=== design 1 ===
## config.mk

```make
export PLATFORM = sky130hd
export DESIGN_NAME = mem_stage
export DESIGN_NICKNAME = d
export VERILOG_FILES = /design/src/rtl/mem_stage_pkg.sv /design/src/rtl/mem_wb_reg.sv /design/src/rtl/mem_stage.sv
export SDC_FILE = /design/constraint.sdc
export NUM_CORES = 1
export LEC_CHECK = 0
export CAP_MARGIN = 5
export CORE_AREA = 3 3 130 132
export CTS_CLUSTER_DIAMETER = 120
export CTS_CLUSTER_SIZE = 24
export DETAILED_ROUTE_END_ITERATION = 16
export DIE_AREA = 0 0 133 135
export PLACE_DENSITY_LB_ADDON = 0.15
export SYNTH_ARGS = -nofsm -noshare
export SYNTH_HDL_FRONTEND = slang
export SYNTH_HIERARCHICAL = 1
export SYNTH_SLANG_ARGS = --single-unit
```

## constraint.sdc

```tcl
create_clock -name clk_i -period 2.1 [get_ports clk_i]
set_clock_uncertainty 0.05 [all_clocks]
set_input_delay 0.42 -clock clk_i [delete_from_list [all_inputs] [get_ports clk_i]]
set_output_delay 0.42 -clock clk_i [all_outputs]
set_load 0.03 [all_outputs]
```

## src/rtl/mem_stage_pkg.sv

```systemverilog
// Shared definitions for the memory-access pipeline stage: FSM encodings,
// write-back control bit positions and the default datapath width.
package mem_stage_pkg;

   localparam int DW_DEFAULT = 32;

   // Write-back control bit positions inside WB_i / WB_o.
   localparam int WB_REGWRITE = 0;
   localparam int WB_MEMTOREG = 1;

   // Transaction FSM encodings.
   typedef logic [1:0] state_t;
   localparam state_t IDLE = 2'b00;
   localparam state_t BUSY = 2'b01;
   localparam state_t DONE = 2'b10;

endpackage

```

## src/rtl/mem_wb_reg.sv

```systemverilog
// MEM/WB pipeline register. Loads when en is high and otherwise holds, so the
// forwarding source stays alive while the front of the pipe is stalled.
module mem_wb_reg
   import mem_stage_pkg::*;
#(
   parameter int DW = DW_DEFAULT
) (
   input  logic          clk_i,
   input  logic          rst_i,
   input  logic          en,
   input  logic [1:0]    wb_d,
   input  logic [4:0]    rd_d,
   input  logic [DW-1:0] alu_d,
   input  logic [DW-1:0] mem_d,
   output logic [1:0]    wb_q,
   output logic [4:0]    rd_q,
   output logic [DW-1:0] alu_q,
   output logic [DW-1:0] mem_q
);

   // Pipeline register with hold enable; cleared asynchronously by reset.
   always_ff @(posedge clk_i or negedge rst_i) begin
      if (!rst_i) begin
         wb_q  <= '0;
         rd_q  <= '0;
         alu_q <= '0;
         mem_q <= '0;
      end else if (en) begin
         // NOTE: sequential state uses non-blocking assignments so every
         // register samples pre-edge values regardless of statement order.
         wb_q  <= wb_d;
         rd_q  <= rd_d;
         alu_q <= alu_d;
         mem_q <= mem_d;
      end
   end

endmodule

```

## src/rtl/mem_stage.sv

```systemverilog
// Memory-access stage: runs a req/ack transaction against a multi-cycle data
// memory, stalls the front of the pipe while it is outstanding, and holds the
// MEM/WB register. Optional macro MEM_STAGE_TIMEOUT_EN adds a BUSY-cycle
// watchdog that aborts the access, squashes write-back and sets err_o.
module mem_stage
   import mem_stage_pkg::*;
#(
   parameter int DW      = DW_DEFAULT,
   parameter int TIMEOUT = 255
) (
   input  logic          clk_i,
   input  logic          rst_i,
   input  logic [1:0]    WB_i,
   input  logic          MemRead_i,
   input  logic          MemWrite_i,
   input  logic [4:0]    RDaddr_i,
   input  logic [DW-1:0] ALUdata_i,
   input  logic [DW-1:0] data_i,
   output logic          dmem_req_o,
   output logic          dmem_we_o,
   output logic [DW-1:0] dmem_addr_o,
   output logic [DW-1:0] dmem_wdata_o,
   input  logic          dmem_ack_i,
   input  logic [DW-1:0] dmem_rdata_i,
   output logic          stall_o,
   output logic [1:0]    WB_o,
   output logic          FW_o,
   output logic [4:0]    RDaddr_o,
   output logic [DW-1:0] ALUdata_o,
   output logic [DW-1:0] MEMdata_o
`ifdef MEM_STAGE_TIMEOUT_EN
   ,
   output logic          err_o
`endif
);

   state_t        state_q;
   logic [DW-1:0] cap_data;
   logic          aborted;
   logic          access;
   logic          wb_en;
   logic [1:0]    wb_next;
   logic [DW-1:0] mem_next;

   assign access = MemRead_i | MemWrite_i;

`ifdef MEM_STAGE_TIMEOUT_EN
   localparam logic [7:0] TO_LAST = 8'(TIMEOUT - 1);
   logic [7:0] cnt;
   logic       timeout_hit;

   assign timeout_hit = (cnt == TO_LAST);

   // BUSY-cycle counter; clears in every other state.
   always_ff @(posedge clk_i or negedge rst_i) begin
      if (!rst_i)                cnt <= '0;
      else if (state_q == BUSY)  cnt <= cnt + 8'd1;
      else                       cnt <= '0;
   end
`else
   assign aborted = 1'b0;
`endif

   // Transaction FSM plus the registered memory request and capture register.
   always_ff @(posedge clk_i or negedge rst_i) begin
      if (!rst_i) begin
         state_q      <= IDLE;
         dmem_req_o   <= 1'b0;
         dmem_we_o    <= 1'b0;
         dmem_addr_o  <= '0;
         dmem_wdata_o <= '0;
         cap_data     <= '0;
`ifdef MEM_STAGE_TIMEOUT_EN
         aborted      <= 1'b0;
         err_o        <= 1'b0;
`endif
      end else begin
         case (state_q)
            IDLE: begin
               if (access) begin
                  state_q      <= BUSY;
                  dmem_req_o   <= 1'b1;
                  // A simultaneous read and write is treated as a store.
                  dmem_we_o    <= MemWrite_i;
                  dmem_addr_o  <= ALUdata_i;
                  dmem_wdata_o <= data_i;
`ifdef MEM_STAGE_TIMEOUT_EN
                  aborted      <= 1'b0;
`endif
               end
            end
            BUSY: begin
               if (dmem_ack_i) begin
                  cap_data   <= dmem_we_o ? '0 : dmem_rdata_i;
                  dmem_req_o <= 1'b0;
                  dmem_we_o  <= 1'b0;
                  state_q    <= DONE;
               end
`ifdef MEM_STAGE_TIMEOUT_EN
               else if (timeout_hit) begin
                  cap_data   <= '0;
                  dmem_req_o <= 1'b0;
                  dmem_we_o  <= 1'b0;
                  aborted    <= 1'b1;
                  err_o      <= 1'b1;
                  state_q    <= DONE;
               end
`endif
            end
            DONE:    state_q <= IDLE;
            default: state_q <= IDLE;
         endcase
      end
   end

   // Stall and MEM/WB load control; stall is forced low while reset is held.
   always_comb begin
      // NOTE: every always_comb output gets a default first so no path leaves
      // it unassigned, which would otherwise infer a latch.
      wb_en    = 1'b0;
      wb_next  = WB_i;
      mem_next = '0;
      stall_o  = 1'b0;
      case (state_q)
         IDLE: begin
            wb_en   = ~access;
            stall_o = access;
         end
         BUSY: stall_o = 1'b1;
         DONE: begin
            wb_en    = 1'b1;
            mem_next = cap_data;
            if (aborted) wb_next = 2'b00;
         end
         default: ;
      endcase
      stall_o = stall_o & rst_i;
   end

   mem_wb_reg #(.DW(DW)) u_mem_wb (
      .clk_i (clk_i),
      .rst_i (rst_i),
      .en    (wb_en),
      .wb_d  (wb_next),
      .rd_d  (RDaddr_i),
      .alu_d (ALUdata_i),
      .mem_d (mem_next),
      .wb_q  (WB_o),
      .rd_q  (RDaddr_o),
      .alu_q (ALUdata_o),
      .mem_q (MEMdata_o)
   );

   assign FW_o = WB_o[WB_REGWRITE];

endmodule

```

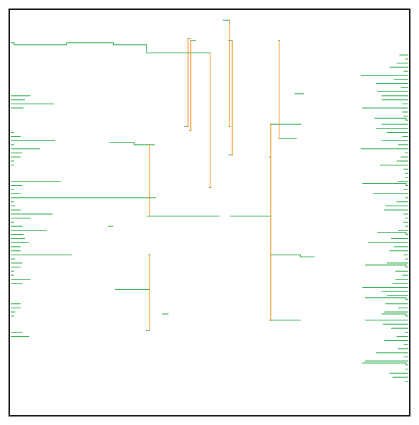
design_1/layers.png
Drawn at 3 px/um. Two of the layers only.
Key: green = M3 [wire length 931 um]; orange = M4 [wire length 324 um]

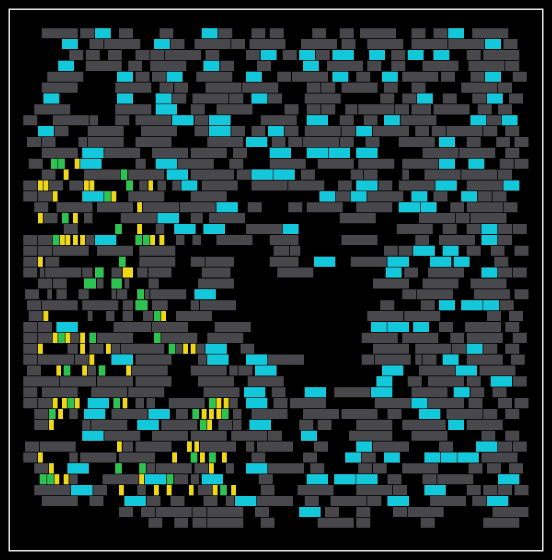
design_1/gates.png
Drawn at 4 px/um.
Key: green = aoi and oai cells [cells 38]; yellow = nand cells [cells 65]; cyan = mux cells [cells 135, where widely spread]

[worst reg2reg max path, cell delays in order, from the launching register on]
cell and delay [ns]:
dfrtp_2 0.49, nor2_2 0.82, and2_1 0.26, mux2_4 0.14
[how the worst max path moves through the flow]
| stage | start | end | slack (ns) |
|---|---|---|---|
| finish | u_mem_wb/mem_q[18] | MEMdata_o[18] | 0.13 |
| global route | MemWrite_i | stall_o | 0.07 |
| CTS | state_q[0] | stall_o | 0.03 |
| detailed placement | MemWrite_i | dmem_addr_o[19] | -0.14 |
| global placement | MemWrite_i | dmem_addr_o[31] | -0.1 |
| floorplan | state_q[0] | stall_o | 0.33 |
[cells by family after synthesis]
| group | after synthesis |
|---|---|
| buffers and inverters | 34 |
| flip-flops | 171 |
| AND-OR/OR-AND | 38 |
| AND/OR/NAND/NOR | 104 |
| multiplexers | 135 |
[routing by layer]
| layer | GRT usage, % | vias up | wire, um |
|---|---|---|---|
| met2 | 29.40 | 157 | 7981 |
| li1 | - | 2132 | - |
| met1 | 25.06 | 2232 | 7197 |
| met5 | 0 | - | 0 |
| met3 | 4.583 | 22 | 930 |
| met4 | 6.697 | 0 | 324 |
==> run notes <==
The simple-gate portion of the synthesized area was 6.968%; the async set-reset flop share out of synthesis was 100.0%. In this run, power in the clock network comes to 3.34 mW. The critical path is of the flop to output port type. Counting the inverters off the clock network in the layout gives 4.

With the fraction of final layout cells sized beyond drive strength 1 at 24.33%, the clock period minus worst slack is 1.965 ns. The floorplan row count is 46, and the detail-routed via count per cell is 4.732. The die is 135 um tall. In this run, power in combinational logic comes to 7.41 mW. The final clock period utilization by the worst path came out at 93.58%. Setup repair after global routing left no endpoint under its margin.

According to the report, the first pass of detailed routing completed in 4 iterations. The region available for standard cell placement spans 15830 um2. The final timing report counts setup violations totalling 0. The run finished with clean final reports. In the final routed layout, each cell accounts on average for 17.12 um.

The layout report lists the multi-input gate area as 2486 um2. For the pin with the worst max-slew slack, the measured transition is 1.018 ns. The worst setup path is launched from a flop. For the net count of the finished layout, the log shows 839. The area recorded from the Yosys report for this design is 7057 um2. In this run the deepest clock path goes through 2 buffers. The total tool warning count is 28. For the worst setup path, the data required time is 1.63 ns. The flow inserted 216 tap cells. The first global-routing pass estimated 26500 um of wire. By instance count, the leading cell after synthesis is dfrtp_1.

Looking at the reg2reg group, the worst path ends at u_mem_wb/mem_q[26].

=== design 2 ===
design_2/gates.png
Drawn at 3 px/um.
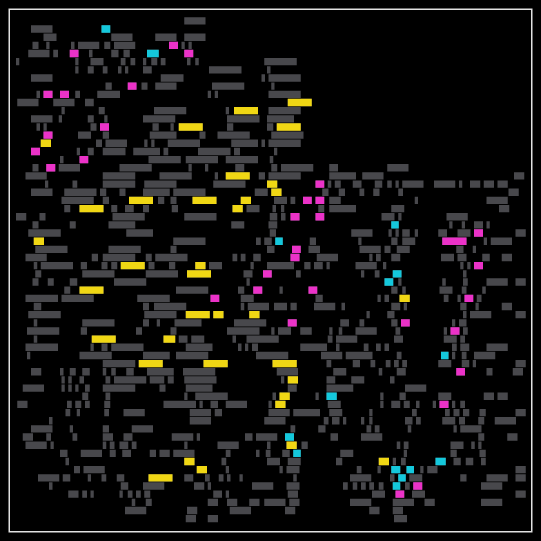
===== src/rtl/park_pay_station_pkg.sv =====
// Shared definitions for the pay station: default parameters, payment FSM
// state codes and a small saturation helper.
package park_pay_station_pkg;

  localparam int unsigned PMAX_DEFAULT     = 5;
  localparam int unsigned TW_DEFAULT       = 8;
  localparam int unsigned FW_DEFAULT       = 10;
  localparam int unsigned PRESCALE_DEFAULT = 1000;
  localparam int unsigned RATE_DEFAULT     = 2;
  localparam int unsigned COIN_W           = 4;

  typedef enum logic [1:0] {
    ST_IDLE    = 2'd0,
    ST_CALC    = 2'd1,
    ST_COLLECT = 2'd2,
    ST_PAID    = 2'd3
  } pay_state_e;

  // Clamp value to limit.
  function automatic int unsigned sat_max(input int unsigned value,
                                          input int unsigned limit);
    return (value > limit) ? limit : value;
  endfunction

endpackage


===== src/rtl/park_pay_station_timebase.sv =====
// Time base: prescaler counting 0..PRESCALE-1 and a wrapping time counter.
// Ports:
//   clk  - clock
//   rst  - synchronous reset, active low
//   now  - current time unit, wraps mod 2^TW
//   tick - one-cycle pulse in the first cycle of each new time unit
module park_timebase #(
  parameter int unsigned TW       = 8,
  parameter int unsigned PRESCALE = 1000
) (
  input  logic          clk,
  input  logic          rst,
  output logic [TW-1:0] now,
  output logic          tick
);

  localparam int unsigned PW = $clog2(PRESCALE);

  logic [PW-1:0] pcnt;
  logic          wrap;

  assign wrap = (pcnt == PW'(PRESCALE - 1));

  // Prescaler and time counter.
  always_ff @(posedge clk) begin
    if (!rst) begin
      pcnt <= '0;
      now  <= '0;
      tick <= 1'b0;
    end else begin
      tick <= wrap;
      if (wrap) begin
        pcnt <= '0;
        now  <= now + TW'(1);
      end else begin
        pcnt <= pcnt + PW'(1);
      end
    end
  end

endmodule


===== src/rtl/park_pay_station.sv =====
// Car-park payment station: issues time-stamped tickets on entry, and on an
// exit request computes the fee, collects coins, pulses pay, returns change
// and frees the place.
// Ports:
//   clk, rst                 - clock, synchronous active-low reset
//   entry_stb                - car passed the entry bar (pulse)
//   ticket_valid, ticket_id  - newly issued ticket (pulse + slot index)
//   full                     - every slot occupied
//   exit_req, exit_id        - pay request for a ticket (pulse + slot index)
//   coin_valid, coin_val     - coin inserted this cycle and its value
//   cancel                   - abort payment and refund credit
//   busy                     - payment transaction in progress
//   fee                      - fee of the current transaction
//   pay                      - payment complete pulse for the car-park
//   change                   - change or refund, valid only in that pulse
//   err                      - ticket refused or bad exit request (pulse)
module park_pay_station
  import park_pay_station_pkg::*;
#(
  parameter  int unsigned PMAX     = PMAX_DEFAULT,
  parameter  int unsigned TW       = TW_DEFAULT,
  parameter  int unsigned FW       = FW_DEFAULT,
  parameter  int unsigned PRESCALE = PRESCALE_DEFAULT,
  parameter  int unsigned RATE     = RATE_DEFAULT,
  localparam int unsigned IDW      = (PMAX > 1) ? $clog2(PMAX) : 1
) (
  input  logic              clk,
  input  logic              rst,
  input  logic              entry_stb,
  output logic              ticket_valid,
  output logic [IDW-1:0]    ticket_id,
  output logic              full,
  input  logic              exit_req,
  input  logic [IDW-1:0]    exit_id,
  input  logic              coin_valid,
  input  logic [COIN_W-1:0] coin_val,
  input  logic              cancel,
  output logic              busy,
  output logic [FW-1:0]     fee,
  output logic              pay,
  output logic [FW-1:0]     change,
  output logic              err
);

  localparam int unsigned IDN     = 1 << IDW;
  localparam int unsigned FEE_MAX = (32'd1 << FW) - 32'd1;

  // Time base
  logic [TW-1:0] now;
  logic          tick_unused;

  park_timebase #(
    .TW       (TW),
    .PRESCALE (PRESCALE)
  ) u_timebase (
    .clk  (clk),
    .rst  (rst),
    .now  (now),
    .tick (tick_unused)
  );

  // Slot table
  logic [PMAX-1:0] occ;
  logic [PMAX-1:0] occ_next;
  logic [PMAX-1:0] alloc_mask;
  logic [PMAX-1:0] free_mask;
  logic [IDN-1:0]  occ_pad;
  logic [TW-1:0]   stamp [PMAX];
  logic [IDW-1:0]  free_idx;
  logic            alloc_en;

  // FSM and datapath
  pay_state_e     state, state_next;
  logic [IDW-1:0] cur_id, cur_id_next;
  logic [FW-1:0]  credit, credit_next;
  logic [FW-1:0]  fee_next;
  logic [FW-1:0]  change_next;
  logic           pay_next;
  logic           free_en;
  logic           exit_err;

  logic [TW-1:0]  elapsed;
  logic [TW:0]    units;
  logic [FW-1:0]  fee_calc;
  logic [FW:0]    credit_sum;
  logic [FW-1:0]  credit_add;

  // Padding makes out-of-range ids read as free slots.
  assign occ_pad = IDN'(occ);

  // Lowest free slot; only meaningful while not full.
  always_comb begin
    free_idx = '0;
    for (int i = int'(PMAX) - 1; i >= 0; i--) begin
      if (!occ[i]) free_idx = IDW'(i);
    end
  end

  // Allocation sees pre-edge occupancy, so a slot freed this edge is not reused yet.
  assign alloc_en   = entry_stb && !full;
  assign alloc_mask = alloc_en ? (PMAX'(1) << free_idx) : '0;
  assign free_mask  = free_en ? (PMAX'(1) << cur_id) : '0;
  assign occ_next   = (occ | alloc_mask) & ~free_mask;

  // Fee: subtraction mod 2^TW makes it wrap-safe; every started unit counts.
  assign elapsed  = now - stamp[cur_id];
  assign units    = {1'b0, elapsed} + (TW+1)'(1);
  assign fee_calc = FW'(sat_max(32'(units) * RATE, FEE_MAX));

  // Saturating credit accumulation.
  assign credit_sum = {1'b0, credit} + (FW+1)'(coin_val);
  assign credit_add = credit_sum[FW] ? '1 : credit_sum[FW-1:0];

  // Payment FSM next-state and registered-output values.
  always_comb begin
    state_next  = state;
    cur_id_next = cur_id;
    credit_next = credit;
    fee_next    = fee;
    change_next = '0;
    pay_next    = 1'b0;
    free_en     = 1'b0;
    exit_err    = 1'b0;
    case (state)
      ST_IDLE: begin
        if (exit_req) begin
          if (occ_pad[exit_id]) begin
            cur_id_next = exit_id;
            state_next  = ST_CALC;
          end else begin
            exit_err = 1'b1;
          end
        end
      end
      ST_CALC: begin
        fee_next    = fee_calc;
        credit_next = '0;
        state_next  = ST_COLLECT;
      end
      ST_COLLECT: begin
        if (coin_valid) credit_next = credit_add;
        // Decision uses the registered credit; a same-cycle coin is still kept.
        if (credit >= fee) begin
          pay_next    = 1'b1;
          change_next = credit_next - fee;
          state_next  = ST_PAID;
        end else if (cancel) begin
          change_next = credit_next;
          state_next  = ST_IDLE;
        end
      end
      ST_PAID: begin
        free_en    = 1'b1;
        state_next = ST_IDLE;
      end
      default: state_next = ST_IDLE;
    endcase
  end

  // FSM state and payment outputs.
  always_ff @(posedge clk) begin
    if (!rst) begin
      state  <= ST_IDLE;
      cur_id <= '0;
      credit <= '0;
      fee    <= '0;
      change <= '0;
      pay    <= 1'b0;
      busy   <= 1'b0;
      err    <= 1'b0;
    end else begin
      state  <= state_next;
      cur_id <= cur_id_next;
      credit <= credit_next;
      fee    <= fee_next;
      change <= change_next;
      pay    <= pay_next;
      busy   <= (state_next != ST_IDLE);
      err    <= (entry_stb && full) || exit_err;
    end
  end

  // Slot table, ticket issue and full flag.
  always_ff @(posedge clk) begin
    if (!rst) begin
      occ          <= '0;
      full         <= 1'b0;
      ticket_valid <= 1'b0;
      ticket_id    <= '0;
      for (int i = 0; i < int'(PMAX); i++) stamp[i] <= '0;
    end else begin
      occ          <= occ_next;
      full         <= &occ_next;
      ticket_valid <= alloc_en;
      if (alloc_en) begin
        ticket_id       <= free_idx;
        stamp[free_idx] <= now;
      end
    end
  end

endmodule


===== config.mk =====
export PLATFORM = sky130hd
export DESIGN_NAME = park_pay_station
export DESIGN_NICKNAME = d
export VERILOG_FILES = /design/src/rtl/park_pay_station_pkg.sv /design/src/rtl/park_pay_station_timebase.sv /design/src/rtl/park_pay_station.sv
export SDC_FILE = /design/constraint.sdc
export NUM_CORES = 1
export LEC_CHECK = 0
export CELL_PAD_IN_SITES_DETAIL_PLACEMENT = 1
export CELL_PAD_IN_SITES_GLOBAL_PLACEMENT = 2
export CORE_UTILIZATION = 23
export CTS_CLUSTER_DIAMETER = 40
export DETAILED_ROUTE_END_ITERATION = 6
export PLACE_DENSITY_LB_ADDON = 0.1
export SYNTH_ARGS = -nofsm -noshare
export SYNTH_HDL_FRONTEND = slang
export SYNTH_HIERARCHICAL = 1
export SYNTH_SLANG_ARGS = --single-unit
export TNS_END_PERCENT = 20

===== constraint.sdc =====
create_clock -name clk -period 7.57 [get_ports clk]
set_input_delay 0.757 -clock clk [delete_from_list [all_inputs] [get_ports clk]]
set_output_delay 0.757 -clock clk [all_outputs]
set_load 0.03 [all_outputs]

==> run notes <==
The run finished with clean final reports. The largest single stage delay on the critical path is 0.42 ns. For the sequential cell area in the final layout, the log shows 3283 um2. According to the hold report, the worst path is of the flop to flop type.

Per the post-place timing report, worst setup slack is 2.469 ns. The number of cells on the worst reg-to-reg path works out to 16. Warnings raised by the tools during the run amount to 29. Across all setup checks in the final design, the least slack found is 2.899 ns. The CTS report gives the tree buffer count as 17. Floorplan row count: 62. The number of sequential cells reported for the layout is 132. Across all register-to-register paths, the minimum setup slack is 3.31 ns. Final hold analysis gives a worst-case slack of 0.4646 ns. For the internal portion of total power, the log shows 1.304 mW. The termination of the worst setup path is change[9]. Per the finish-stage timing summary, setup violations number 0. The startpoint of the worst setup timing path is coin_val[0].

The transition time at the pin with the least slew margin is 1.002 ns. The launch point of the worst min-delay path is recorded as ticket_id[0].
Notes on design_2/gates.png above:
Key: yellow = mux cells [cells 35]; magenta = xor and xnor cells [cells 33]; cyan = non-inverting ao/oa cells [cells 15]
Commonest Layout Cell: dfxtp_1
number of standard cells in the final layout excluding fillers: 1086
proportion of cell area occupied by multi-input gates: 40.81%

[layout by cell type, fill, tap and decap left out, types with 4 or more instances in the layout]
master           count
inv_1               26
a21oi_1             29
nand4_1              7
clkbuf_16           19
nand3_1             16
conb_1              25
o21ai_0             23
nor2b_1              9
nor4_1               6
dfxtp_1             68
nand2_1             34
inv_6                6
and3_1               5
and2_1              41
nor2_1              59
nand2b_1            13
buf_4                8
mux2i_1             17
clkdlybuf4s50_1     39
a22oi_1              5
ha_1                35
xnor2_1             24
mux4_2              17
a211oi_1             8
o21a_1               4
edfxtp_1            64
nor3_1              11
xor2_1               8
or3_1                6
[power by group through the flow]
stage / combinational [mW] / clock [mW] / sequential, mW
after floorplan: 0.0957 / 0 / 0.790
after global placement: 0.145 / 0 / 0.790
after detailed placement: 0.144 / 0 / 0.791
after CTS: 0.145 / 0.863 / 0.775
after global routing: 0.159 / 0.893 / 0.778
final: 0.142 / 0.831 / 0.775
[flip-flops by register name (all words and copies together) (netlist names), named ones only]
register and count:
fee 9, err 1, full 1, occ 5
ticket_id 3, cur_id 3, credit 10, u_timebase/pcnt 10
ticket_valid 1, stamp 64, pay 1, u_timebase/now 8
state 2, busy 1, change 10

=== design 3 ===
===== src/rtl/lsu_pkg.sv =====
// Shared definitions for the LSU memory port: scheduler op encodings and FSM states.
package lsu_pkg;

    typedef enum logic [1:0] {
        OP_NONE = 2'b00,
        OP_LB   = 2'b01,
        OP_LW   = 2'b10,
        OP_SB   = 2'b11
    } lsu_op_e;

    typedef enum logic [1:0] {
        ST_IDLE = 2'b00,
        ST_LO   = 2'b01,
        ST_HI   = 2'b10
    } lsu_state_e;

endpackage


===== src/rtl/lsu_mem_port.sv =====
// LSU memory port: one byte/word load or byte store per request over a req/ack byte bus.
// Macro LSU_PAGE_WRAP_EN makes the high-byte address wrap within the 256-byte page.
module lsu_mem_port
    import lsu_pkg::*;
#(
    parameter int ADR_W = 16
) (
    input  logic             clk,
    input  logic             rst_n,
    input  logic [ADR_W-1:0] lsu_adr,
    input  logic             sched_valid,
    input  logic [1:0]       sched_op,
    input  logic [7:0]       sched_wdata,
    output logic             lsu_busy,
    output logic             lsu_done,
    output logic [15:0]      lsu_rdata,
    output logic             mem_req,
    output logic             mem_we,
    output logic [ADR_W-1:0] mem_adr,
    output logic [7:0]       mem_wdata,
    input  logic [7:0]       mem_rdata,
    input  logic             mem_ack
);

    lsu_state_e       r_state;
    lsu_op_e          r_op;
    logic [ADR_W-1:0] r_adr;
    logic [7:0]       r_lo_byte;
    logic             r_busy;
    logic             r_done;
    logic [15:0]      r_rdata;
    logic             r_req;
    logic             r_we;
    logic [ADR_W-1:0] r_mem_adr;
    logic [7:0]       r_mem_wdata;
    logic [ADR_W-1:0] w_adr_hi;
    logic             w_accept;

`ifdef LSU_PAGE_WRAP_EN
    assign w_adr_hi = {r_adr[ADR_W-1:8], r_adr[7:0] + 8'd1};
`else
    assign w_adr_hi = r_adr + ADR_W'(1);
`endif

    assign w_accept = sched_valid && (sched_op != OP_NONE);

    // NOTE: all state uses non-blocking assignments so every register samples pre-edge values.
    always_ff @(posedge clk) begin
        if (!rst_n) begin
            r_state     <= ST_IDLE;
            r_op        <= OP_NONE;
            r_adr       <= '0;
            r_lo_byte   <= '0;
            r_busy      <= 1'b0;
            r_done      <= 1'b0;
            r_rdata     <= '0;
            r_req       <= 1'b0;
            r_we        <= 1'b0;
            r_mem_adr   <= '0;
            r_mem_wdata <= '0;
        end else begin
            // NOTE: default-low each cycle turns lsu_done into a single-cycle pulse.
            r_done <= 1'b0;
            case (r_state)
                ST_IDLE: begin
                    if (w_accept) begin
                        r_state     <= ST_LO;
                        r_op        <= lsu_op_e'(sched_op);
                        r_adr       <= lsu_adr;
                        r_busy      <= 1'b1;
                        r_req       <= 1'b1;
                        r_we        <= (lsu_op_e'(sched_op) == OP_SB);
                        r_mem_adr   <= lsu_adr;
                        r_mem_wdata <= sched_wdata;
                    end
                end
                ST_LO: begin
                    if (mem_ack) begin
                        if (r_op == OP_LW) begin
                            r_state   <= ST_HI;
                            r_lo_byte <= mem_rdata;
                            r_mem_adr <= w_adr_hi;
                            r_we      <= 1'b0;
                        end else begin
                            r_state <= ST_IDLE;
                            r_busy  <= 1'b0;
                            r_req   <= 1'b0;
                            r_we    <= 1'b0;
                            r_done  <= 1'b1;
                            if (r_op == OP_LB) begin
                                r_rdata <= {8'h00, mem_rdata};
                            end
                        end
                    end
                end
                ST_HI: begin
                    if (mem_ack) begin
                        r_state <= ST_IDLE;
                        r_busy  <= 1'b0;
                        r_req   <= 1'b0;
                        r_done  <= 1'b1;
                        r_rdata <= {mem_rdata, r_lo_byte};
                    end
                end
                default: begin
                    r_state <= ST_IDLE;
                    r_busy  <= 1'b0;
                    r_req   <= 1'b0;
                    r_we    <= 1'b0;
                end
            endcase
        end
    end

    assign lsu_busy  = r_busy;
    assign lsu_done  = r_done;
    assign lsu_rdata = r_rdata;
    assign mem_req   = r_req;
    assign mem_we    = r_we;
    assign mem_adr   = r_mem_adr;
    assign mem_wdata = r_mem_wdata;

endmodule


===== config.mk =====
export PLATFORM = sky130hd
export DESIGN_NAME = lsu_mem_port
export DESIGN_NICKNAME = d
export VERILOG_FILES = /design/src/rtl/lsu_pkg.sv /design/src/rtl/lsu_mem_port.sv
export SDC_FILE = /design/constraint.sdc
export NUM_CORES = 1
export LEC_CHECK = 0
export ABC_AREA = 1
export CORE_ASPECT_RATIO = 0.6
export CORE_MARGIN = 3
export CORE_UTILIZATION = 49
export DETAILED_ROUTE_END_ITERATION = 8
export PLACE_DENSITY = 0.79
export REMOVE_ABC_BUFFERS = 1
export SLEW_MARGIN = 40
export SYNTH_ARGS = -nofsm -noshare
export SYNTH_HDL_FRONTEND = slang
export SYNTH_SLANG_ARGS = --single-unit

===== constraint.sdc =====
create_clock -name clk -period 4.4 [get_ports clk]
set_input_delay 0.44 -clock clk [delete_from_list [all_inputs] [get_ports clk]]
set_output_delay 0.44 -clock clk [all_outputs]
set_load 0.03 [all_outputs]

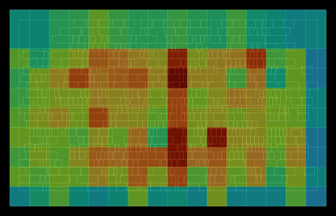
design_3/congestion_map.png
met3 Track Usage GR: 8.631%
Global Route Usage Sum: 21.63%
Final Util: 67.34%

## state kept, by name, indices dropped and copies added (netlist names)
register and cells:
r_lo_byte 8, mem_req 1, lsu_done 1, lsu_rdata 16, r_adr 16, r_op 2, r_state 2, mem_adr 16
mem_we 1, mem_wdata 8
## kinds of logic after synthesis
kind of cell,count (synthesis)
XOR/XNOR,6
buffers and inverters,54
AND/OR/NAND/NOR,202
flip-flops,71
AND-OR/OR-AND,108
adder cells (fa/ha/maj),4
## cell type report
cell class | instances | area share, %
Multi-Input combinational cell | 320 | 36.63
Tap cell | 84 | 2.498
Clock buffer | 10 | 3.033
Clock inverter | 6 | 1.457
Timing Repair Buffer | 84 | 19.80
Sequential cell | 71 | 33.78
Inverter | 30 | 2.795
## cell usage in the layout, fill, tap and decap left out, drive strengths merged
cell type / count
bufinv: 1
o21ai: 49
o211a: 1
ha: 4
nand2: 98
a21oi: 46
dfxtp: 71
clkinv: 4
o211ai: 2
clkdlybuf4s50: 81
o2111a: 1
nand3: 37
a211oi: 1
nand4: 3
xor2: 3
clkinvlp: 1
nor2: 64
xnor2: 3
a31oi: 8
clkbuf: 10
buf: 3
inv: 30
==> run notes <==
The tool warning count for the run is 27. By area the synthesized netlist is led by dfxtp_1, nand2_1, nor2_1, a21oi_1, o21ai_0. The clock sink count was 71; the worst path arrival time was 2.55 ns. The flow ran to the end, and the final reports show no timing, DRC or antenna violations.

The post-synthesis instance total is 445. In the synthesized netlist, the cells that appear most often are nand2_1, dfxtp_1, nor2_1. The worst register-to-register path has a depth of 8.

The library cell with the highest instance count after synthesis is nand2_1. In the log, the iteration count for the first detailed-route pass is 7. The number of buffers inserted to repair setup after CTS came out at 0. The floorplan step set the die width to 110.7 um. In this run, flip-flops and latches consume 41.8% of the power.

The largest family of logic cells by area is simple AND/OR/NAND/NOR gates. The run gives 0 as the hold buffer count at CTS. The run gives 1.626 nW as the leakage power. The run gives 440.4 MHz for the maximum achievable frequency. Logged for this run, the post-placement worst setup slack is 2.056 ns. The number of cells reported by Yosys stat comes to 445. For the share of synthesized area occupied by flip-flops and latches, the log shows 44.10%.

Looking at the clock tree report, the root buffer type is clkbuf_8. The overall power of the completed layout came out at 1.851 mW. Layer with the highest usage: met2. Xor and xnor area share after synthesis: 1.630%. The run gives 4019 um2 as the standard cell area after detailed placement. With the internal portion of total power at 1.199 mW, the critical path buffer and inverter count is 3.

The critical register-to-register path endpoint is lsu_rdata[7]. After the last flow step, the layout net total stands at 558.

=== design 4 ===
$ cat src/rtl/uart_arb_pkg.sv
// Shared types and helpers for the UART TX arbiter.
// The state encoding matches the values used by debug tooling on dbg_state.
package uart_arb_pkg;

    typedef enum logic [1:0] {
        IDLE      = 2'd0,
        LOAD      = 2'd1,
        WAIT_BUSY = 2'd2,
        WAIT_DONE = 2'd3
    } arb_state_t;

    // Elaboration-time ceil(log2(value)), with a minimum result of 1.
    function automatic int clog2(input int value);
        int r;
        r = 0;
        while ((1 << r) < value) begin
            r = r + 1;
        end
        if (r == 0) begin
            r = 1;
        end
        return r;
    endfunction

endpackage

$ cat src/rtl/rr_priority_picker.sv
// Combinational round-robin picker: first set request bit strictly after
// last_winner, wrapping around, so last_winner itself has lowest priority.
module rr_priority_picker
    import uart_arb_pkg::*;
#(
    parameter int NUM_REQ = 4,
    parameter int IDX_W   = clog2(NUM_REQ)
) (
    input  logic [NUM_REQ-1:0] req,
    input  logic [IDX_W-1:0]   last_winner,
    output logic [NUM_REQ-1:0] winner_onehot,
    output logic [IDX_W-1:0]   winner_idx,
    output logic               any_req
);

    always_comb begin
        int               cand;
        logic [IDX_W-1:0] cand_idx;
        logic             found;
        winner_onehot = '0;
        winner_idx    = '0;
        found         = 1'b0;
        cand          = 0;
        cand_idx      = '0;
        for (int off = 1; off <= NUM_REQ; off++) begin
            cand = int'(last_winner) + off;
            if (cand >= NUM_REQ) begin
                cand = cand - NUM_REQ;
            end
            cand_idx = IDX_W'(cand);
            if (!found && req[cand_idx]) begin
                found         = 1'b1;
                winner_idx    = cand_idx;
                winner_onehot = NUM_REQ'(1) << cand_idx;
            end
        end
    end

    assign any_req = |req;

endmodule

$ cat src/rtl/uart_tx_arbiter.sv
// Shares one UART transmitter among NUM_REQ requesters with round-robin
// arbitration; one DATA_VALID strobe per granted byte, then waits out the frame.
module uart_tx_arbiter
    import uart_arb_pkg::*;
#(
    parameter int DATA_WIDTH   = 8,
    parameter int NUM_REQ      = 4,
    parameter int BUSY_TIMEOUT = 8
) (
    input  logic                          clk,
    input  logic                          rst,
    input  logic [NUM_REQ-1:0]            REQ,
    input  logic [NUM_REQ*DATA_WIDTH-1:0] REQ_DATA,
    output logic [NUM_REQ-1:0]            GNT,
    output logic [DATA_WIDTH-1:0]         TX_P_DATA,
    output logic                          TX_DATA_VALID,
    input  logic                          TX_BUSY,
    input  logic                          TX_DATA_LOST,
    output logic                          ARB_BUSY,
    output logic [clog2(NUM_REQ)-1:0]     GNT_ID,
    output logic                          ERR_TIMEOUT,
    output logic                          ERR_LOST,
    output arb_state_t                    dbg_state
);

    localparam int IDX_W = clog2(NUM_REQ);
    localparam int CNT_W = clog2(BUSY_TIMEOUT + 1);
    localparam logic [CNT_W-1:0] CNT_LAST = CNT_W'(BUSY_TIMEOUT - 1);

    // Handshake: requester i raises REQ[i] with its byte on slice i and holds
    // both until GNT[i] pulses; the byte is consumed on that pulse. REQ is only
    // sampled in IDLE, so a request left high during a frame is not re-granted.

    arb_state_t              state;
    arb_state_t              state_n;
    logic [IDX_W-1:0]        last_winner;
    logic [NUM_REQ-1:0]      gnt_pending;
    logic [CNT_W-1:0]        busy_cnt;
    logic                    lost_seen;
    logic                    timeout_hit;
    logic [NUM_REQ-1:0]      pick_onehot;
    logic [IDX_W-1:0]        pick_idx;
    logic                    any_req;
    logic [DATA_WIDTH-1:0]   req_bytes [NUM_REQ];

    for (genvar g = 0; g < NUM_REQ; g++) begin : g_bytes
        assign req_bytes[g] = REQ_DATA[g*DATA_WIDTH +: DATA_WIDTH];
    end

    rr_priority_picker #(
        .NUM_REQ (NUM_REQ),
        .IDX_W   (IDX_W)
    ) u_picker (
        .req           (REQ),
        .last_winner   (last_winner),
        .winner_onehot (pick_onehot),
        .winner_idx    (pick_idx),
        .any_req       (any_req)
    );

    always_comb begin
        state_n     = state;
        timeout_hit = 1'b0;
        case (state)
            IDLE: begin
                if (any_req) begin
                    state_n = LOAD;
                end
            end
            LOAD: state_n = WAIT_BUSY;
            WAIT_BUSY: begin
                if (TX_BUSY) begin
                    state_n = WAIT_DONE;
                end else if (busy_cnt == CNT_LAST) begin
                    state_n     = IDLE;
                    timeout_hit = 1'b1;
                end
            end
            WAIT_DONE: begin
                if (!TX_BUSY) begin
                    state_n = IDLE;
                end
            end
            default: state_n = IDLE;
        endcase
    end

    always_ff @(posedge clk or posedge rst) begin
        if (rst) begin
            state         <= IDLE;
            last_winner   <= IDX_W'(NUM_REQ - 1);
            gnt_pending   <= '0;
            busy_cnt      <= '0;
            lost_seen     <= 1'b0;
            GNT           <= '0;
            TX_P_DATA     <= '0;
            TX_DATA_VALID <= 1'b0;
            ARB_BUSY      <= 1'b0;
            GNT_ID        <= '0;
            ERR_TIMEOUT   <= 1'b0;
            ERR_LOST      <= 1'b0;
        end else begin
            state         <= state_n;
            ARB_BUSY      <= (state_n != IDLE);
            GNT           <= '0;
            TX_DATA_VALID <= 1'b0;
            ERR_TIMEOUT   <= timeout_hit;
            ERR_LOST      <= 1'b0;
            case (state)
                IDLE: begin
                    if (any_req) begin
                        TX_P_DATA   <= req_bytes[pick_idx];
                        last_winner <= pick_idx;
                        GNT_ID      <= pick_idx;
                        gnt_pending <= pick_onehot;
                        lost_seen   <= 1'b0;
                        busy_cnt    <= '0;
                    end
                end
                LOAD: begin
                    GNT           <= gnt_pending;
                    TX_DATA_VALID <= 1'b1;
                end
                WAIT_BUSY: begin
                    if (TX_BUSY || timeout_hit) begin
                        busy_cnt <= '0;
                    end else begin
                        busy_cnt <= busy_cnt + CNT_W'(1);
                    end
                end
                default: ;
            endcase
            // One loss report per frame, whichever owned state it lands in.
            if ((state != IDLE) && TX_DATA_LOST && !lost_seen) begin
                ERR_LOST  <= 1'b1;
                lost_seen <= 1'b1;
            end
        end
    end

    assign dbg_state = state;

endmodule
$ cat config.mk
export PLATFORM = sky130hd
export DESIGN_NAME = uart_tx_arbiter
export DESIGN_NICKNAME = d
export VERILOG_FILES = /design/src/rtl/uart_arb_pkg.sv /design/src/rtl/rr_priority_picker.sv /design/src/rtl/uart_tx_arbiter.sv
export SDC_FILE = /design/constraint.sdc
export NUM_CORES = 1
export LEC_CHECK = 0
export CORE_MARGIN = 4
export CORE_UTILIZATION = 41
export CTS_BUF_LIST = sky130_fd_sc_hd__clkbuf_16
export CTS_CLUSTER_DIAMETER = 80
export DETAILED_ROUTE_END_ITERATION = 7
export GPL_TIMING_DRIVEN = 0
export PLACE_DENSITY_LB_ADDON = 0.12
export SLEW_MARGIN = 20
export SYNTH_ARGS = -nofsm -noshare
export SYNTH_HDL_FRONTEND = slang
export SYNTH_SLANG_ARGS = --single-unit
$ cat constraint.sdc
create_clock -name clk -period 3.6 [get_ports clk]
set_clock_uncertainty 0.1 [all_clocks]
set_input_delay 0.72 -clock clk [delete_from_list [all_inputs] [get_ports clk]]
set_output_delay 0.72 -clock clk [all_outputs]
set_load 0.01 [all_outputs]
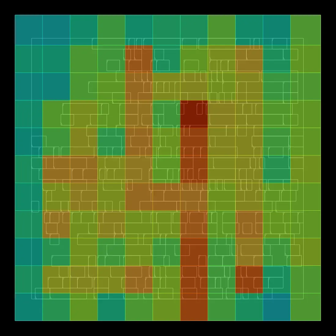
design_4/congestion_map.png
GRT met2 Usage: 28.03%
Global Route met1 Usage: 24.59%
Final Util: 61.54%
Global Route Usage Sum: 17.98%
average routed wire per standard cell: 15.64 um

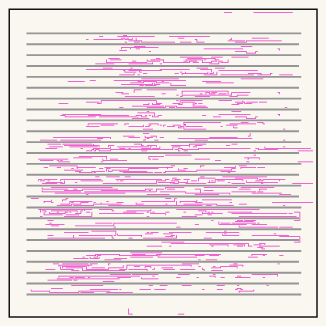
design_4/m1.png
Drawn at 4 px/um. Supply wires on this layer in gray.
265 nets have wire on it. The wires run mostly horizontal. The layer holds 47% of the routed length. The longest straight run is 23.5 um.
post-detailed-routing wire length: 4864 um
DR vias: 1675

==> run notes <==
Of all the cell area in the finished design, non-clock buffers hold 23.33%. Measured against its own limit, the worst slew margin works out to 55.40%. The startpoint of the worst setup timing path is last_winner[1]. The tools report the number of antenna violations at the first check in global routing as 0. Average footprint of a synthesized cell: 9.932 um2.

The sum of negative setup slack is 0 ns. The critical path is of the flop to flop type. Clock tree synthesis found a total of 31 sinks. The flow ran to the end, and the final reports show no timing, DRC or antenna violations. The tool flagged a number of max-cap violations equal to 0. For this run the detailed placement stage logged an HPWL of 3531 um. The startpoint identified for the worst register-to-register timing path is last_winner[1]. The leakage power is 1.185 nW, and the async set-reset flop share out of synthesis is 100.0%. OpenSTA, run right after detailed placement, puts the worst setup slack at 0.1492 ns.
==> where the power goes <==
group / internal, mW / switching [mW] / total, mW / leakage (nW)
Combinational: 0.720 / 0.779 / 1.50 / 0.717
Sequential: 0.500 / 0.0899 / 0.589 / 0.387
Clock: 0.322 / 0.143 / 0.465 / 0.0812
==> per-stage QoR <==
stage | utilization [%] | power (mW) | instance area (um2)
finish | 61.54 | 2.554 | 2735
global route | 61.54 | 2.783 | 2735
CTS | 61.57 | 2.573 | 2736
detailed placement | 57.88 | 2.097 | 2572
global placement | 57.88 | 2.073 | 2572
floorplan | - | 1.625 | 1927
==> registers in the layout, summed over array words and instances (netlist names) <==
signal         cells
ARB_BUSY           1
ERR_LOST           1
ERR_TIMEOUT        1
GNT                4
GNT_ID             2
TX_DATA_VALID      1
TX_P_DATA          8
busy_cnt           4
dbg_state          2
gnt_pending        4
last_winner        2
lost_seen          1
==> routing by layer <==
metal	GRT usage (%)	share of wire [%]
met1	24.59	47
met3	4.137	5.5
met4	5.978	1.1
met5	0	0
met2	28.03	46

=== design 5 ===
$ cat config.mk
export PLATFORM = sky130hd
export DESIGN_NAME = barrett_sched_flat
export DESIGN_NICKNAME = d
export VERILOG_FILES = /design/src/rtl/barrett_sched_pkg.sv /design/src/rtl/barrett_sched_if.sv /design/src/rtl/barrett_sched_rr_arbiter.sv /design/src/rtl/barrett_sched.sv /design/src/flat_wrapper.sv
export SDC_FILE = /design/constraint.sdc
export NUM_CORES = 1
export LEC_CHECK = 0
export ABC_CLOCK_PERIOD_IN_PS = 4370
export CORE_AREA = 2 2 284 286
export DETAILED_ROUTE_END_ITERATION = 10
export DIE_AREA = 0 0 286 288
export PLACE_DENSITY = 0.49
export SYNTH_ARGS = -nofsm -noshare
export SYNTH_HDL_FRONTEND = slang
export SYNTH_SLANG_ARGS = --single-unit
$ cat constraint.sdc
create_clock -name clk_i -period 4.37 [get_ports clk_i]
set_input_delay 0.874 -clock clk_i [delete_from_list [all_inputs] [get_ports clk_i]]
set_output_delay 0.874 -clock clk_i [all_outputs]
set_load 0.1 [all_outputs]
$ cat src/rtl/barrett_sched_pkg.sv
// rtl/barrett_sched_pkg.sv - shared types for the barrett reducer scheduler
//
// Purpose: FSM state encoding and the tag that travels alongside each
// operand through the reducer pipeline.
// Ports: none (package).
package barrett_sched_pkg;

   typedef enum logic [1:0] {
      ST_UNCFG  = 2'd0,
      ST_RUN    = 2'd1,
      ST_DRAIN  = 2'd2,
      ST_COMMIT = 2'd3
   } sched_state_e;

   // The id field is sized for the largest supported requester count (16);
   // smaller configurations zero-extend the winner index into it.
   localparam int unsigned TAG_ID_W = 4;

   typedef struct packed {
      logic                valid;
      logic [TAG_ID_W-1:0] id;
   } tag_t;

endpackage

$ cat src/rtl/barrett_sched_if.sv
// rtl/barrett_sched_if.sv - requester-side bus of the barrett reducer scheduler
//
// Purpose: bundles the per-requester operand handshake and the shared
// result bus. Signal suffixes are from the scheduler's point of view.
// Ports (signals):
//   req_valid_i  per-requester operand valid
//   req_x_i      per-requester operand x
//   req_ready_o  one-hot grant
//   rsp_valid_o  one-hot result strobe
//   rsp_data_o   shared result x mod m
// Modports: slave = scheduler side, master = requester side.
interface barrett_sched_if #(
   parameter int unsigned NUM_REQ = 4,
   parameter int unsigned WIDTH   = 64
);

   logic [NUM_REQ-1:0]            req_valid_i;
   logic [NUM_REQ-1:0][WIDTH-1:0] req_x_i;
   logic [NUM_REQ-1:0]            req_ready_o;
   logic [NUM_REQ-1:0]            rsp_valid_o;
   logic [WIDTH-1:0]              rsp_data_o;

   modport slave (
      input  req_valid_i,
      input  req_x_i,
      output req_ready_o,
      output rsp_valid_o,
      output rsp_data_o
   );

   modport master (
      output req_valid_i,
      output req_x_i,
      input  req_ready_o,
      input  rsp_valid_o,
      input  rsp_data_o
   );

endinterface

$ cat src/rtl/barrett_sched_rr_arbiter.sv
// rtl/barrett_sched_rr_arbiter.sv - combinational round-robin arbiter
//
// Purpose: picks the first asserted request at or after ptr_i, wrapping.
// Ports:
//   req_i  in  N          request vector
//   ptr_i  in  clog2(N)   highest-priority index
//   gnt_o  out N          one-hot grant (all zero when no request)
//   idx_o  out clog2(N)   winner index (0 when no request)
module rr_arbiter #(
   parameter int unsigned N = 4
) (
   input  logic [N-1:0]         req_i,
   input  logic [$clog2(N)-1:0] ptr_i,
   output logic [N-1:0]         gnt_o,
   output logic [$clog2(N)-1:0] idx_o
);

   localparam int unsigned IW = $clog2(N);

   logic          found;
   logic [IW-1:0] cand;

   always_comb begin
      gnt_o = '0;
      idx_o = '0;
      found = 1'b0;
      cand  = '0;
      for (int unsigned i = 0; i < N; i++) begin
         cand = IW'((32'(ptr_i) + i) % N);
         if (!found && req_i[cand]) begin
            found       = 1'b1;
            gnt_o[cand] = 1'b1;
            idx_o       = cand;
         end
      end
   end

endmodule

$ cat src/rtl/barrett_sched.sv
// rtl/barrett_sched.sv - round-robin scheduler in front of one barrett reducer
//
// Purpose: shares a single pipelined reducer among NUM_REQ requesters, tags
// each operand with its owner, routes results back and sequences modulus
// reconfiguration by draining the pipeline first.
// Ports:
//   clk_i, rst_ni                 clock, async active-low reset
//   req_if (slave)                requester handshake + result bus
//   cfg_valid_i/cfg_m_i/cfg_mu_i  new modulus request (held until cfg_ready_o)
//   cfg_ready_o                   one-cycle pulse when m/mu are committed
//   red_start_o/red_x_o/red_m_o/red_mu_o  reducer operands
//   red_result_i/red_valid_i      reducer result
//   busy_o                        work in flight or not in RUN
//   err_o                         sticky tag/valid mismatch
module barrett_sched
   import barrett_sched_pkg::*;
#(
   parameter int unsigned NUM_REQ  = 4,
   parameter int unsigned WIDTH    = 64,
   parameter int unsigned PIPE_LAT = 6
) (
   input  logic             clk_i,
   input  logic             rst_ni,
   barrett_sched_if.slave   req_if,
   input  logic             cfg_valid_i,
   input  logic [WIDTH-1:0] cfg_m_i,
   input  logic [WIDTH-1:0] cfg_mu_i,
   output logic             cfg_ready_o,
   output logic             red_start_o,
   output logic [WIDTH-1:0] red_x_o,
   output logic [WIDTH-1:0] red_m_o,
   output logic [WIDTH-1:0] red_mu_o,
   input  logic [WIDTH-1:0] red_result_i,
   input  logic             red_valid_i,
   output logic             busy_o,
   output logic             err_o
);

   localparam int unsigned IW = $clog2(NUM_REQ);
   // In-flight range is 0..PIPE_LAT+1 (start stage plus the tag pipeline).
   localparam int unsigned CW = $clog2(PIPE_LAT + 2);

   localparam logic [1:0] S_UNCFG  = ST_UNCFG;
   localparam logic [1:0] S_RUN    = ST_RUN;
   localparam logic [1:0] S_DRAIN  = ST_DRAIN;
   localparam logic [1:0] S_COMMIT = ST_COMMIT;

   logic [1:0]         state_q, state_d;
   logic [IW-1:0]      ptr_q, ptr_d;
   logic [WIDTH-1:0]   m_q, m_d;
   logic [WIDTH-1:0]   mu_q, mu_d;

   logic [NUM_REQ-1:0] arb_gnt;
   logic [IW-1:0]      arb_idx;
   logic               grant_en;
   logic               issue;

   logic               red_start_q;
   logic [WIDTH-1:0]   red_x_q, red_m_q, red_mu_q;
   tag_t               start_tag_q;
   tag_t               tag_sr_q [PIPE_LAT];
   tag_t               tag_out;
   logic               retire;
   logic               mismatch;

   logic [CW-1:0]      cnt_q, cnt_d;
   logic [CW-1:0]      mask_q;
   logic [NUM_REQ-1:0] rsp_valid_q, rsp_valid_d;
   logic [WIDTH-1:0]   rsp_data_q;
   logic               cfg_ready_q;
   logic               busy_q;
   logic               err_q;

   rr_arbiter #(.N(NUM_REQ)) u_arb (
      .req_i (req_if.req_valid_i),
      .ptr_i (ptr_q),
      .gnt_o (arb_gnt),
      .idx_o (arb_idx)
   );

   // A pending cfg blocks grants even in RUN so the drain starts cleanly.
   assign grant_en           = (state_q == S_RUN) && !cfg_valid_i;
   assign req_if.req_ready_o = grant_en ? arb_gnt : '0;
   assign issue              = |req_if.req_ready_o;

   assign tag_out  = tag_sr_q[PIPE_LAT-1];
   assign retire   = tag_out.valid;
   assign mismatch = (red_valid_i != tag_out.valid);

   always_comb begin
      state_d = state_q;
      ptr_d   = ptr_q;
      m_d     = m_q;
      mu_d    = mu_q;
      case (state_q)
         S_UNCFG: begin
            if (cfg_valid_i) state_d = S_COMMIT;
         end
         S_RUN: begin
            if (cfg_valid_i) begin
               state_d = S_DRAIN;
            end else if (issue) begin
               ptr_d = (arb_idx == IW'(NUM_REQ - 1)) ? '0 : arb_idx + IW'(1);
            end
         end
         S_DRAIN: begin
            // A late reducer beat still needs its tag, so wait for both.
            if ((cnt_q == '0) && !red_valid_i) state_d = S_COMMIT;
         end
         S_COMMIT: begin
            m_d     = cfg_m_i;
            mu_d    = cfg_mu_i;
            state_d = S_RUN;
         end
         default: state_d = S_UNCFG;
      endcase
   end

   always_comb begin
      cnt_d = cnt_q;
      case ({issue, retire})
         2'b10:   cnt_d = cnt_q + CW'(1);
         2'b01:   cnt_d = cnt_q - CW'(1);
         default: cnt_d = cnt_q;
      endcase
   end

   always_comb begin
      rsp_valid_d = '0;
      if (tag_out.valid && red_valid_i) begin
         rsp_valid_d = NUM_REQ'(1) << tag_out.id;
      end
   end

   always_ff @(posedge clk_i or negedge rst_ni) begin
      if (!rst_ni) begin
         state_q     <= S_UNCFG;
         ptr_q       <= '0;
         m_q         <= '0;
         mu_q        <= '0;
         red_start_q <= 1'b0;
         red_x_q     <= '0;
         red_m_q     <= '0;
         red_mu_q    <= '0;
         start_tag_q <= '0;
         for (int i = 0; i < PIPE_LAT; i++) tag_sr_q[i] <= '0;
         cnt_q       <= '0;
         mask_q      <= CW'(PIPE_LAT + 1);
         rsp_valid_q <= '0;
         rsp_data_q  <= '0;
         cfg_ready_q <= 1'b0;
         busy_q      <= 1'b1;
         err_q       <= 1'b0;
      end else begin
         state_q <= state_d;
         ptr_q   <= ptr_d;
         m_q     <= m_d;
         mu_q    <= mu_d;

         red_start_q       <= issue;
         start_tag_q.valid <= issue;
         start_tag_q.id    <= TAG_ID_W'(arb_idx);
         if (issue) begin
            red_x_q  <= req_if.req_x_i[arb_idx];
            red_m_q  <= m_q;
            red_mu_q <= mu_q;
         end

         tag_sr_q[0] <= start_tag_q;
         for (int i = 1; i < PIPE_LAT; i++) tag_sr_q[i] <= tag_sr_q[i-1];

         cnt_q <= cnt_d;

         // Results from before a reset have no tags; ignore mismatches
         // until they have had time to flush out of the reducer.
         if (mask_q != '0) mask_q <= mask_q - CW'(1);
         if (mismatch && (mask_q == '0)) err_q <= 1'b1;

         rsp_valid_q <= rsp_valid_d;
         if (tag_out.valid && red_valid_i) rsp_data_q <= red_result_i;

         cfg_ready_q <= (state_d == S_COMMIT);
         busy_q      <= (cnt_d != '0) || (state_d != S_RUN);
      end
   end

   assign red_start_o        = red_start_q;
   assign red_x_o            = red_x_q;
   assign red_m_o            = red_m_q;
   assign red_mu_o           = red_mu_q;
   assign req_if.rsp_valid_o = rsp_valid_q;
   assign req_if.rsp_data_o  = rsp_data_q;
   assign cfg_ready_o        = cfg_ready_q;
   assign busy_o             = busy_q;
   assign err_o              = err_q;

endmodule

$ cat src/flat_wrapper.sv
// flat-port wrapper written by rule: the top's interface ports become plain ports
module barrett_sched_flat import barrett_sched_pkg::*;
#(
   parameter int unsigned NUM_REQ  = 4,
   parameter int unsigned WIDTH    = 64,
   parameter int unsigned PIPE_LAT = 6
)
  (clk_i, rst_ni, cfg_valid_i, cfg_m_i, cfg_mu_i, cfg_ready_o, red_start_o, red_x_o, red_m_o, red_mu_o, red_result_i, red_valid_i, busy_o, err_o, req_if_req_valid_i, req_if_req_x_i, req_if_req_ready_o, req_if_rsp_valid_o, req_if_rsp_data_o);
  barrett_sched_if #(.NUM_REQ(NUM_REQ), .WIDTH(WIDTH)) req_if_i ();
  input  logic clk_i;
  input  logic rst_ni;
  input  logic cfg_valid_i;
  input  logic [WIDTH-1:0] cfg_m_i;
  input  logic [WIDTH-1:0] cfg_mu_i;
  output logic cfg_ready_o;
  output logic red_start_o;
  output logic [WIDTH-1:0] red_x_o;
  output logic [WIDTH-1:0] red_m_o;
  output logic [WIDTH-1:0] red_mu_o;
  input  logic [WIDTH-1:0] red_result_i;
  input  logic red_valid_i;
  output logic busy_o;
  output logic err_o;
  input wire logic [$bits(req_if_i.req_valid_i)-1:0] req_if_req_valid_i;
  input wire logic [$bits(req_if_i.req_x_i)-1:0] req_if_req_x_i;
  output wire logic [$bits(req_if_i.req_ready_o)-1:0] req_if_req_ready_o;
  output wire logic [$bits(req_if_i.rsp_valid_o)-1:0] req_if_rsp_valid_o;
  output wire logic [$bits(req_if_i.rsp_data_o)-1:0] req_if_rsp_data_o;
  assign req_if_i.req_valid_i = req_if_req_valid_i;
  assign req_if_i.req_x_i = req_if_req_x_i;
  assign req_if_req_ready_o = req_if_i.req_ready_o;
  assign req_if_rsp_valid_o = req_if_i.rsp_valid_o;
  assign req_if_rsp_data_o = req_if_i.rsp_data_o;
  barrett_sched #(.NUM_REQ(NUM_REQ), .WIDTH(WIDTH), .PIPE_LAT(PIPE_LAT)) u_core (.clk_i(clk_i), .rst_ni(rst_ni), .req_if(req_if_i), .cfg_valid_i(cfg_valid_i), .cfg_m_i(cfg_m_i), .cfg_mu_i(cfg_mu_i), .cfg_ready_o(cfg_ready_o), .red_start_o(red_start_o), .red_x_o(red_x_o), .red_m_o(red_m_o), .red_mu_o(red_mu_o), .red_result_i(red_result_i), .red_valid_i(red_valid_i), .busy_o(busy_o), .err_o(err_o));
endmodule
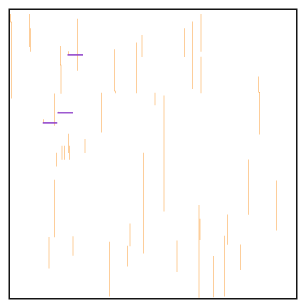
design_5/layers.png
Drawn at 1 px/um. Two of the layers only.
Key: orange = M4 [wire length 1590 um]; purple = M5 [wire length 40.5 um]

==> run notes <==
The largest family of logic cells by area was multiplexers. Note, the detailed placer reported a final HPWL of 45510 um. The CTS report gives the tree buffer count as 51. The number of top-level design ports came out at 724. The arrival time of data at the worst endpoint is listed as 3.17 ns. At the end of the flow the core is filled with cells to 35.61%. The run gives 13810 for the via count of the first global-routing pass. The worst register-to-register path has a depth of 16.

The number of synthesized register bits came out at 422. The area of combinational cells with multiple inputs came out at 7020 um2. The flow ran to the end, and the final reports show no timing, DRC or antenna violations. In this run the post-CTS setup repair buffer count came out at 0. The synth_stat.txt file lists the number of cells as 1254. The detailed router put a total of 22820 um of wire on met1. The dominant synthesized flop cell is dfrtp_1. In this run, synthesis inferred 0 flip-flops with an integrated enable. The run gives 3.036% for the simple-gate portion of the synthesized area. The floorplan row count was 104. The CTS log lists the clock sinks for this run as 422. For reference, the final report shows the hold violation count at 0. In this run the tool buffered the top-level ports with 723 buffer cells. The clock passes through at most 3 buffers. Among all cell types in the netlist, the one instantiated most often is dfrtp_1. In the log, the iteration count for the first detailed-route pass is 4. With the overall die area at 82370 um2, the xor and xnor area share after synthesis is 0.2437%. Data on the critical path is required at its endpoint by 3.50 ns.
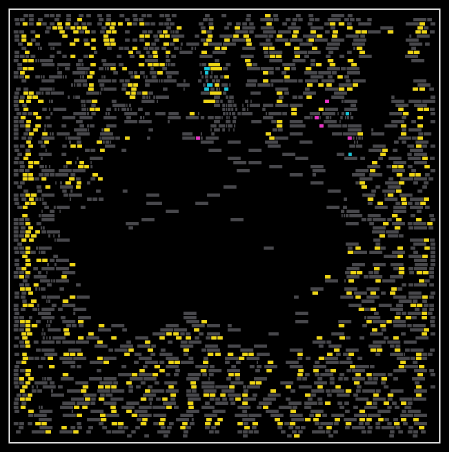
design_5/gates.png
Drawn at 1.5 px/um.
Key: yellow = mux cells [cells 521, where widely spread]; magenta = xor and xnor cells [cells 5, where north-east]; cyan = non-inverting ao/oa cells [cells 7, where north]

-- worst paths after layout --
path	slack (ns)	endpoint	startpoint
max in group asynchronous	3.04	u_core.red_mu_o[3]	rst_ni
worst min register to register	0.35	u_core.tag_sr_q[11]	u_core.tag_sr_q[16]
min in group clk_i	0.35	u_core.tag_sr_q[11]	u_core.tag_sr_q[16]
worst max register to register	0.40	u_core.busy_o	flop
worst min-delay path	0.34	u_core.m_q[8]	rst_ni
worst max-delay path	0.33	req_if_req_ready_o[2]	req_if_req_valid_i[0]
-- area by class of cell --
type	count	area share, %
Tap cell	1060	4.677
Antenna cell	4	0.03530
Clock buffer	72	5.281
Clock inverter	18	0.5868
Timing Repair Buffer	762	27.24
Inverter	13	0.1721
Multi-Input combinational cell	742	24.76
Sequential cell	422	37.25
-- worst max-delay path, stage by stage --
cell and delay (ns):
clkdlybuf4s50_1 0.52, mux4_2 0.66, nand2b_1 0.22, nor4_1 0.29, o31ai_1 0.16, buf_4 0.16
inv_1 0.08, buf_12 0.18


==> screenshots <==
Layout detail.
image #1
Region (128, 187) to (158, 217) um. Cells in gray, sequential cells in the stronger gray; small squares are vias.
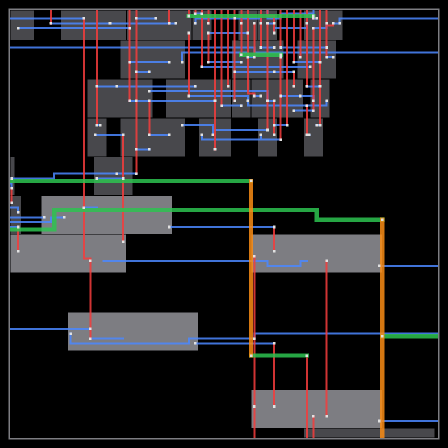
image #2
Region (23, 39) to (53, 69) um. Cells in gray, sequential cells in the stronger gray; small squares are vias.
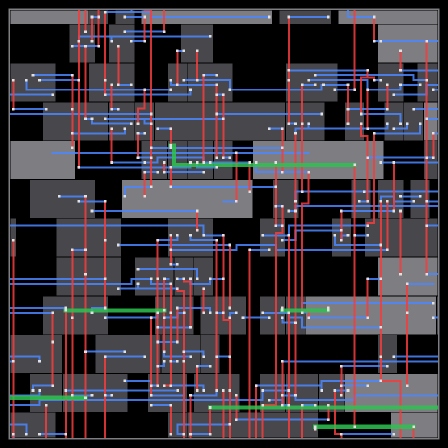
image #3
Region (52, 80) to (82, 110) um. Cells in gray, sequential cells in the stronger gray; small squares are vias.
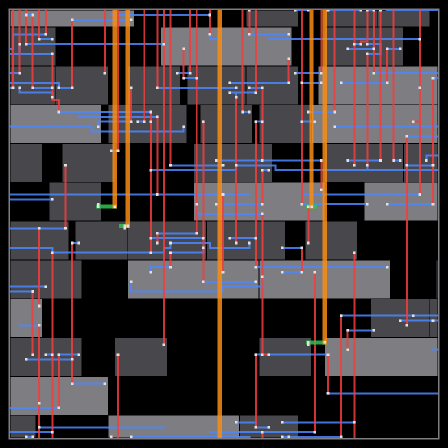
image #4
Region (40, 33) to (70, 63) um. Cells in gray, sequential cells in the stronger gray; small squares are vias.
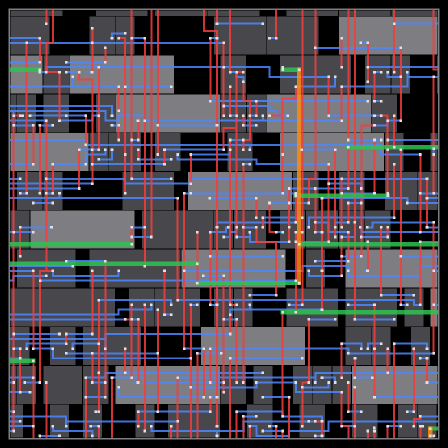
image #5
Region (72, 107) to (102, 137) um. Cells in gray, sequential cells in the stronger gray; small squares are vias.
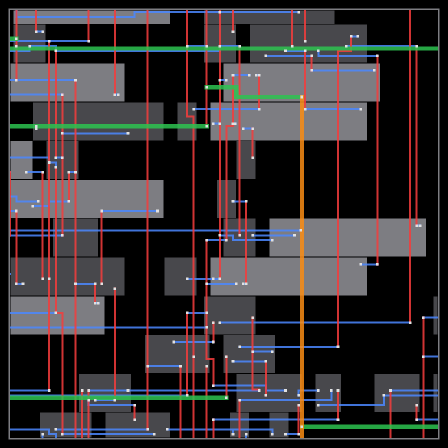
design 3 -> image #4
design 1 -> image #3
design 4 -> image #2
design 2 -> image #5
design 5 -> image #1

Key to image #2:
Key: green = M3; blue = M1; red = M2
Netlist names of flops here include gnt_pending (3), busy_cnt (2). 60 logic cells have their middle in the window. Most frequent: nor2_1 (7), nand2_1 (7), ha_1 (7). Sequential cells in the window: 5.

Power figures rest on the tool's default switching activity, not on a simulated workload.
